=== design 1 ===
**Design 1: met3 routing**

(1.5 px per µm) Cells faint in the background.
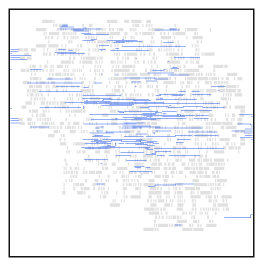

`config.mk`:
```
export PLATFORM = sky130hd
export DESIGN_NAME = ref_gen
export DESIGN_NICKNAME = d
export VERILOG_FILES = /design/src/rtl/ref_gen.sv
export SDC_FILE = /design/constraint.sdc
export NUM_CORES = 1
export LEC_CHECK = 0
export ABC_AREA = 1
export CAP_MARGIN = 10
export CORE_AREA = 5 5 157 159
export CTS_CLUSTER_SIZE = 20
export DETAILED_ROUTE_END_ITERATION = 6
export DIE_AREA = 0 0 162 164
export SLEW_MARGIN = 20
export SYNTH_ARGS = -nofsm -noshare
export SYNTH_HDL_FRONTEND = slang
export SYNTH_SLANG_ARGS = --single-unit
```
`constraint.sdc`:
```
create_clock -name clk -period 16.9 [get_ports clk]
set_input_delay 1.69 -clock clk [delete_from_list [all_inputs] [get_ports clk]]
set_output_delay 1.69 -clock clk [all_outputs]
set_load 0.01 [all_outputs]
```
`src/rtl/ref_gen.sv`:
```
// Square-wave reference generator for an ADPLL input. The half-period is
// programmable, one-shot phase advance/retard commands are accepted, and stop is clean.
module ref_gen #(
    parameter int unsigned W        = 16,
    parameter int unsigned DEF_HALF = 50,
    parameter int unsigned MIN_HALF = 2
) (
    input  logic         clk,
    input  logic         rst,
    input  logic         en,
    input  logic         cfg_valid,
    output logic         cfg_ready,
    input  logic [1:0]   cfg_op,
    input  logic [W-1:0] cfg_val,
    output logic         ref_signal,
    output logic         ref_rise,
    output logic         busy
);

    localparam int unsigned LW = W + 1;

    typedef enum logic [1:0] {StIdle, StRun, StStop} state_t;

    state_t        state_q, state_d;
    logic          ref_q, ref_d, rise_q, rise_d;
    logic [LW-1:0] cnt_q, cnt_d, lim_q, lim_d;
    logic [W-1:0]  half_q, half_d, pval_q, pval_d;
    logic          phalf_q, phalf_d, pphase_q, pphase_d;

    logic          accept, toggle, ref_next;
    logic [W-1:0]  clamped;
    logic [LW-1:0] base;
    logic [LW:0]   sum;

    assign accept  = cfg_valid & cfg_ready;
    assign clamped = (cfg_val < W'(MIN_HALF)) ? W'(MIN_HALF) : cfg_val;
    // >= rather than == so a phase advance below cnt still ends the phase next cycle
    assign toggle  = cnt_q >= (lim_q - LW'(1));

    always_comb begin
        unique case (state_q)
            StIdle:  cfg_ready = 1'b1;
            StRun:   cfg_ready = ~(phalf_q | pphase_q);
            default: cfg_ready = 1'b0;
        endcase
    end

    always_comb begin
        state_d  = state_q;
        ref_d    = ref_q;
        rise_d   = 1'b0;
        cnt_d    = cnt_q;
        lim_d    = lim_q;
        half_d   = half_q;
        pval_d   = pval_q;
        phalf_d  = phalf_q;
        pphase_d = 1'b0;
        ref_next = ref_q;
        base     = lim_q;
        sum      = '0;
        unique case (state_q)
            StIdle: begin
                if (accept && cfg_op == 2'd0) half_d = clamped;
                if (en) begin
                    state_d = StRun;
                    ref_d   = 1'b1;
                    rise_d  = 1'b1;
                    cnt_d   = '0;
                    lim_d   = {1'b0, half_d};
                end
            end
            StRun: begin
                cnt_d = cnt_q + LW'(1);
                if (toggle) begin
                    ref_next = ~ref_q;
                    rise_d   = ~ref_q;
                    cnt_d    = '0;
                    if (phalf_q) begin
                        half_d  = pval_q;
                        phalf_d = 1'b0;
                    end
                end
                if (accept && cfg_op == 2'd0) begin
                    if (toggle) begin
                        half_d = clamped;
                    end else begin
                        phalf_d = 1'b1;
                        pval_d  = clamped;
                    end
                end
                if (toggle) base = {1'b0, half_d};
                if (accept && cfg_op == 2'd1) begin
                    pphase_d = 1'b1;
                    base     = (base > {1'b0, cfg_val}) ? base - {1'b0, cfg_val} : LW'(1);
                end
                if (accept && cfg_op == 2'd2) begin
                    pphase_d = 1'b1;
                    sum      = {1'b0, base} + {2'b00, cfg_val};
                    base     = sum[LW] ? '1 : sum[LW-1:0];
                end
                lim_d = base;
                ref_d = ref_next;
                if (!en) begin
                    if (ref_next) begin
                        state_d = StStop;
                    end else begin
                        state_d = StIdle;
                        if (phalf_d) begin
                            half_d  = pval_d;
                            phalf_d = 1'b0;
                        end
                    end
                end
            end
            StStop: begin
                cnt_d = cnt_q + LW'(1);
                if (toggle) begin
                    ref_d   = 1'b0;
                    cnt_d   = '0;
                    state_d = StIdle;
                    if (phalf_q) begin
                        half_d  = pval_q;
                        phalf_d = 1'b0;
                    end
                end
            end
            default: state_d = StIdle;
        endcase
    end

    always_ff @(posedge clk) begin
        if (rst) begin
            state_q  <= StIdle;
            ref_q    <= 1'b0;
            rise_q   <= 1'b0;
            cnt_q    <= '0;
            lim_q    <= LW'(DEF_HALF);
            half_q   <= W'(DEF_HALF);
            pval_q   <= '0;
            phalf_q  <= 1'b0;
            pphase_q <= 1'b0;
        end else begin
            state_q  <= state_d;
            ref_q    <= ref_d;
            rise_q   <= rise_d;
            cnt_q    <= cnt_d;
            lim_q    <= lim_d;
            half_q   <= half_d;
            pval_q   <= pval_d;
            phalf_q  <= phalf_d;
            pphase_q <= pphase_d;
        end
    end

    assign ref_signal = ref_q;
    assign ref_rise   = rise_q;
    assign busy       = (state_q != StIdle);

endmodule
```
=== design 2 ===
===== config.mk =====
export PLATFORM = sky130hd
export DESIGN_NAME = pc_stack
export DESIGN_NICKNAME = d
export VERILOG_FILES = /design/src/rtl/pc_stack.sv
export SDC_FILE = /design/constraint.sdc
export NUM_CORES = 1
export LEC_CHECK = 0
export ABC_CLOCK_PERIOD_IN_PS = 6400
export CORE_UTILIZATION = 40
export CTS_BUF_LIST = sky130_fd_sc_hd__clkbuf_4 sky130_fd_sc_hd__clkbuf_8 sky130_fd_sc_hd__clkbuf_16
export DETAILED_ROUTE_END_ITERATION = 10
export HOLD_SLACK_MARGIN = 0.06
export PLACE_DENSITY = 0.59
export SKIP_CTS_REPAIR_TIMING = 1
export SLEW_MARGIN = 20
export SYNTH_ARGS = -nofsm -noshare
export SYNTH_HDL_FRONTEND = slang
export SYNTH_SLANG_ARGS = --single-unit

===== constraint.sdc =====
create_clock -name clk -period 6.4 [get_ports clk]
set_input_delay 1.92 -clock clk [delete_from_list [all_inputs] [get_ports clk]]
set_output_delay 1.92 -clock clk [all_outputs]
set_load 0.03 [all_outputs]

===== src/rtl/pc_stack.sv =====
// Program counter with increment, absolute/relative jumps, and call/return through a circular return-address stack.
// Optional macro PC_RAS_WRAP_EN: a call on a full stack overwrites the oldest entry instead of dropping the push.
module pc_stack #(
  parameter int unsigned     PC_W       = 10,
  parameter int unsigned     OFF_W      = 8,
  parameter int unsigned     RAS_DEPTH  = 4,
  parameter logic [PC_W-1:0] RESET_ADDR = '0
) (
  input  logic             clk,
  input  logic             reset,
  input  logic             stall,
  input  logic             absjump_en,
  input  logic [PC_W-1:0]  target,
  input  logic             reljump_en,
  input  logic [OFF_W-1:0] offset,
  input  logic             call_en,
  input  logic             ret_en,
  output logic [PC_W-1:0]  prog_ctr,
  output logic             ras_empty,
  output logic             ras_full,
  output logic             ras_err
);

  localparam int unsigned PTR_W = (RAS_DEPTH > 1) ? $clog2(RAS_DEPTH) : 1;
  localparam int unsigned CNT_W = PTR_W + 1;

  logic [PC_W-1:0]  pc_q, pc_d;
  logic [CNT_W-1:0] cnt_q, cnt_d;
  logic [PTR_W-1:0] top_q, top_d;
  logic             err_q, err_d;
  logic [PC_W-1:0]  ras_q [RAS_DEPTH];

  logic             push_en;
  logic [PTR_W-1:0] push_addr;
  logic [PC_W-1:0]  pc_inc;
  logic [PC_W-1:0]  off_ext;
  logic             empty_w, full_w;

  assign pc_inc  = pc_q + PC_W'(1);
  assign off_ext = PC_W'($signed(offset));
  assign empty_w = (cnt_q == '0);
  assign full_w  = (cnt_q == CNT_W'(RAS_DEPTH));

  always_comb begin
    pc_d      = pc_inc;
    cnt_d     = cnt_q;
    top_d     = top_q;
    err_d     = 1'b0;
    push_en   = 1'b0;
    push_addr = top_q + PTR_W'(1);
    if (stall) begin
      pc_d = pc_q;
    end else if (ret_en) begin
      if (!empty_w) begin
        pc_d  = ras_q[top_q];
        top_d = top_q - PTR_W'(1);
        cnt_d = cnt_q - CNT_W'(1);
      end else begin
        err_d = 1'b1;
      end
    end else if (call_en) begin
      pc_d = target;
      if (!full_w) begin
        push_en = 1'b1;
        top_d   = push_addr;
        cnt_d   = cnt_q + CNT_W'(1);
      end else begin
`ifdef PC_RAS_WRAP_EN
        // Pointer advances onto the oldest slot; count is already saturated.
        push_en = 1'b1;
        top_d   = push_addr;
`else
        err_d   = 1'b1;
`endif
      end
    end else if (absjump_en) begin
      pc_d = target;
    end else if (reljump_en) begin
      pc_d = pc_q + off_ext;
    end
  end

  always_ff @(posedge clk) begin
    if (reset) begin
      pc_q  <= RESET_ADDR;
      cnt_q <= '0;
      top_q <= '0;
      err_q <= 1'b0;
    end else begin
      pc_q  <= pc_d;
      cnt_q <= cnt_d;
      top_q <= top_d;
      err_q <= err_d;
    end
  end

  // Stack storage carries no reset; slots are only read when count says they are valid.
  always_ff @(posedge clk) begin
    if (!reset && push_en) begin
      ras_q[push_addr] <= pc_inc;
    end
  end

  assign prog_ctr  = pc_q;
  assign ras_empty = empty_w;
  assign ras_full  = full_w;
  assign ras_err   = err_q;

endmodule


**Design 2: floorplan with the power grid**

(4 px per µm) Pins as bars on the die edge. Tap cells in gray.
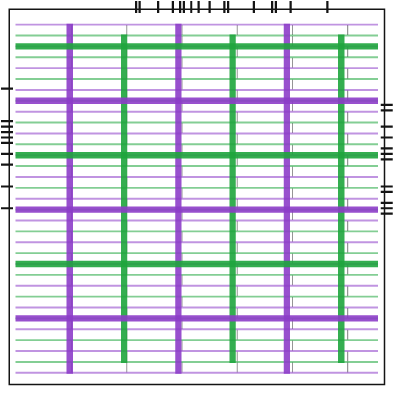
| color | net |
|---|---|
| purple | VSS |
| green | VDD |
met1 rails: 33
rows: 32
signal pins: 38
tap cells: 102
met4 straps: 6

==> impl_metrics.csv, design 2 <==
group,metric,value,unit
logic_synthesis,ys_area,3343,µm²
min_path,hold_end,"ras_err",
finish,nets,375,
logic_synthesis,mux_share,8.421,%
grt,grtUsageTotal,20.63,%
setup_path,crit_fanout,17,
finish,largest_register_ff_count,40,
logic_synthesis,ys_async_sr_fraction,0,%
logic_synthesis,yosysSeqAreaShare,46.71,%
logic_synthesis,ys_sh_simple,14.22,%
finish,comb_share,41.35,%
finish,inverters,15,
logic_synthesis,netlist_instances,303,
detailed_routing,met2_length,3.775,mm
setup_path,r2r_cells,7,
grt,grt.busiest_layer,"met2",
logic_synthesis,synthAoiAreaFrac,16.99,%
final_timing,rsz0062_at_grt,"no",
final_timing,tns,0,ns
run_status,status,"complete, no violations",
detailed_routing,vias,2550,
min_path,hp-start,"cnt_q[1]",
floorplanning,die_area,8727,µm²
logic_synthesis,numSynthFlops,58,
final_timing,post-route-min-period,4.269,ns
setup_path,path_delay_family,"buffers and inverters",
finish,n_all_buffers,37,
detailed_routing,dr.pass1.iters,4,
==> design 2: cell families (layout without fill, tap and decap cells) <==
logic type	after synthesis	count (layout)
mux	15	15
fa+ha+maj	16	16
xor+xnor	12	12
simple gates	94	94
buf+inv	32	68
compound gates	76	76
flops	58	58
==> design 2: power by group through the flow <==
stage	clock network (mW)	registers, mW	logic (mW)
floorplan	0	0.458	0.162
global placement	0	0.461	0.233
detailed placement	0	0.462	0.234
CTS	0.380	0.454	0.235
global route	0.400	0.457	0.259
finish	0.374	0.453	0.235
**Design 1: floorplan with the power grid**

(2 px per µm) Pins as bars on the die edge. Tap cells in gray.
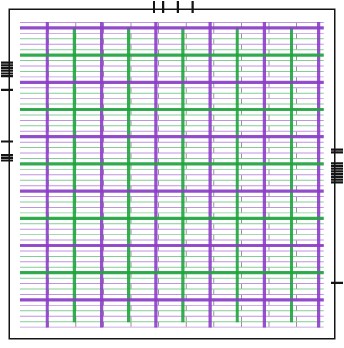
| color | net |
|---|---|
| green | VDD |
| purple | VSS |
met1 rails: 57
rows: 56
met4 straps: 11
met5 straps: 11
maximum vdd drop: 0.00008003 V
Core Box Area: 23120 µm²

About 'met3 routing' of design 1:
longest straight run: 90.2 µm
wire length on this layer: 2170 µm
share of all routed wire: 7.7%

==> impl_metrics.csv, design 1 <==
group,metric,value,unit
placed_design,placed_cell_area,8293,µm²
min_path,hold_class,"reg -> reg",
run,warning_count,29,
setup_path,cp_slowest_stage_delay,0.61,ns
finish,final_core_util,37.25,%
placed_design,dp_hpwl,21.38,mm
setup_path,cp-endpoint,"lim_q[14]",
finish,comb_share,63.18,%
run_status,status,"complete, no violations",
min_path,hp-start,"ref_signal",
setup_path,crit_fanout,75,
detailed_routing,top_layer,"met4",
floorplanning,pin_count,26,
placed_design,dp_cells,1620,
finish,final-clk-cell-share,3.705,%
clocking,cts_tree,"yes",
setup_path,path_common_cell,"nand2_1",
finish,logic_gates,1030,
grt,met3_usage,3.388,%
floorplanning,core_util_floorplan,34.10,%
finish,seq_cell_count,72,
logic_synthesis,most_common_cell,"nand2_1",
pwr,power_density,167.7,nW/µm²
placed_design,io_buffers,25,
grt,grt_max_degree,76,
final_timing,fin_worst_skew,0.01017,ns
grt,grtUsageTotal,21.03,%
logic_synthesis,top_cell_area_share,18.28,%
detailed_routing,first_iter_violations,953,
detailed_routing,wl_per_cell,17.22,µm
detailed_routing,drc,0,
detailed_routing,dr.pass1.iters,5,
setup_path,slowest_stage,"nand2_4",
logic_synthesis,ys_cells,1354,
logic_synthesis,adder_share,9.395,%
logic_synthesis,synthAoiAreaFrac,23.47,%
pwr,p_leak,4.167,nW
clocking,path_clk_slew,0.07,ns
clocking,h-tree-depth,3,
design 1: worst max-delay path, delay by kind of cell, from the launching register on:
kind / cells / cell delay (ns)
AND/OR/NAND/NOR: 31 / 4.36
AND-OR/OR-AND: 9 / 1.79
adder cells (fa/ha/maj): 4 / 1.27
buffers and inverters: 6 / 0.72
flip-flops: 1 / 0.31
XOR/XNOR: 1 / 0.15
design 1: power breakdown:
group | switching (mW) | leakage, nW | internal, mW | total (mW)
registers | 0.0440 | 0.590 | 0.220 | 0.264
logic | 0.643 | 3.43 | 0.322 | 0.965
clock network | 0.0860 | 0.152 | 0.129 | 0.215

==> layout pictures side by side <==
Clock wiring as the flow saved it.
panel A
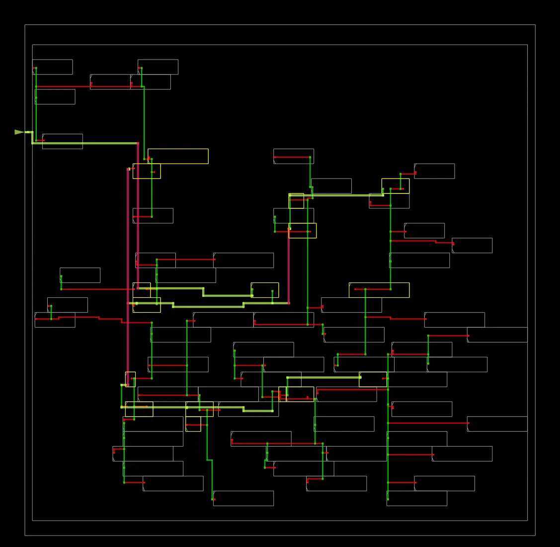
panel B
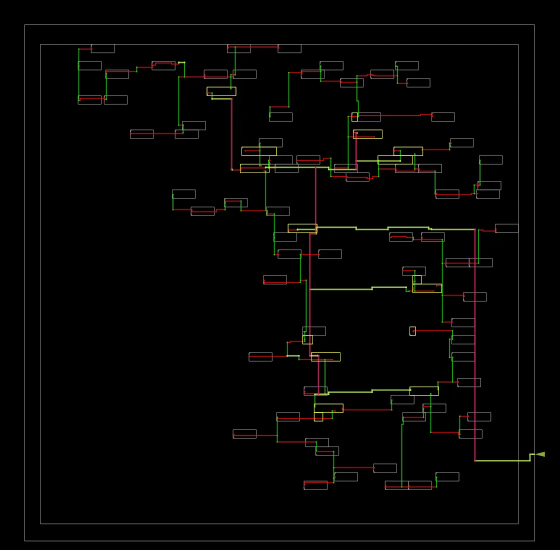
design 2 -> panel A
design 1 -> panel B
Of these, most sequential cells: panel B



==> gallery <==
Signal wires by layer.
image #1
(4 px per µm)
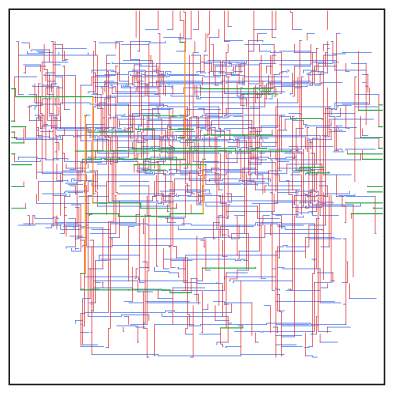
image #2
(2 px per µm)
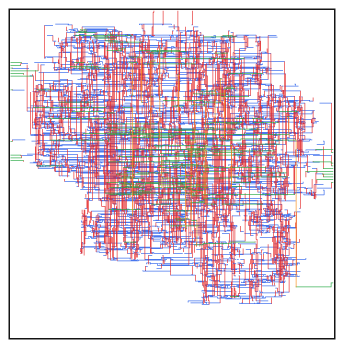
For design 2, see image #1.
For design 1, see image #2.
The one with the largest die is image #2.
The one with the most wire is image #2.

Power and IR drop assume default switching activity.
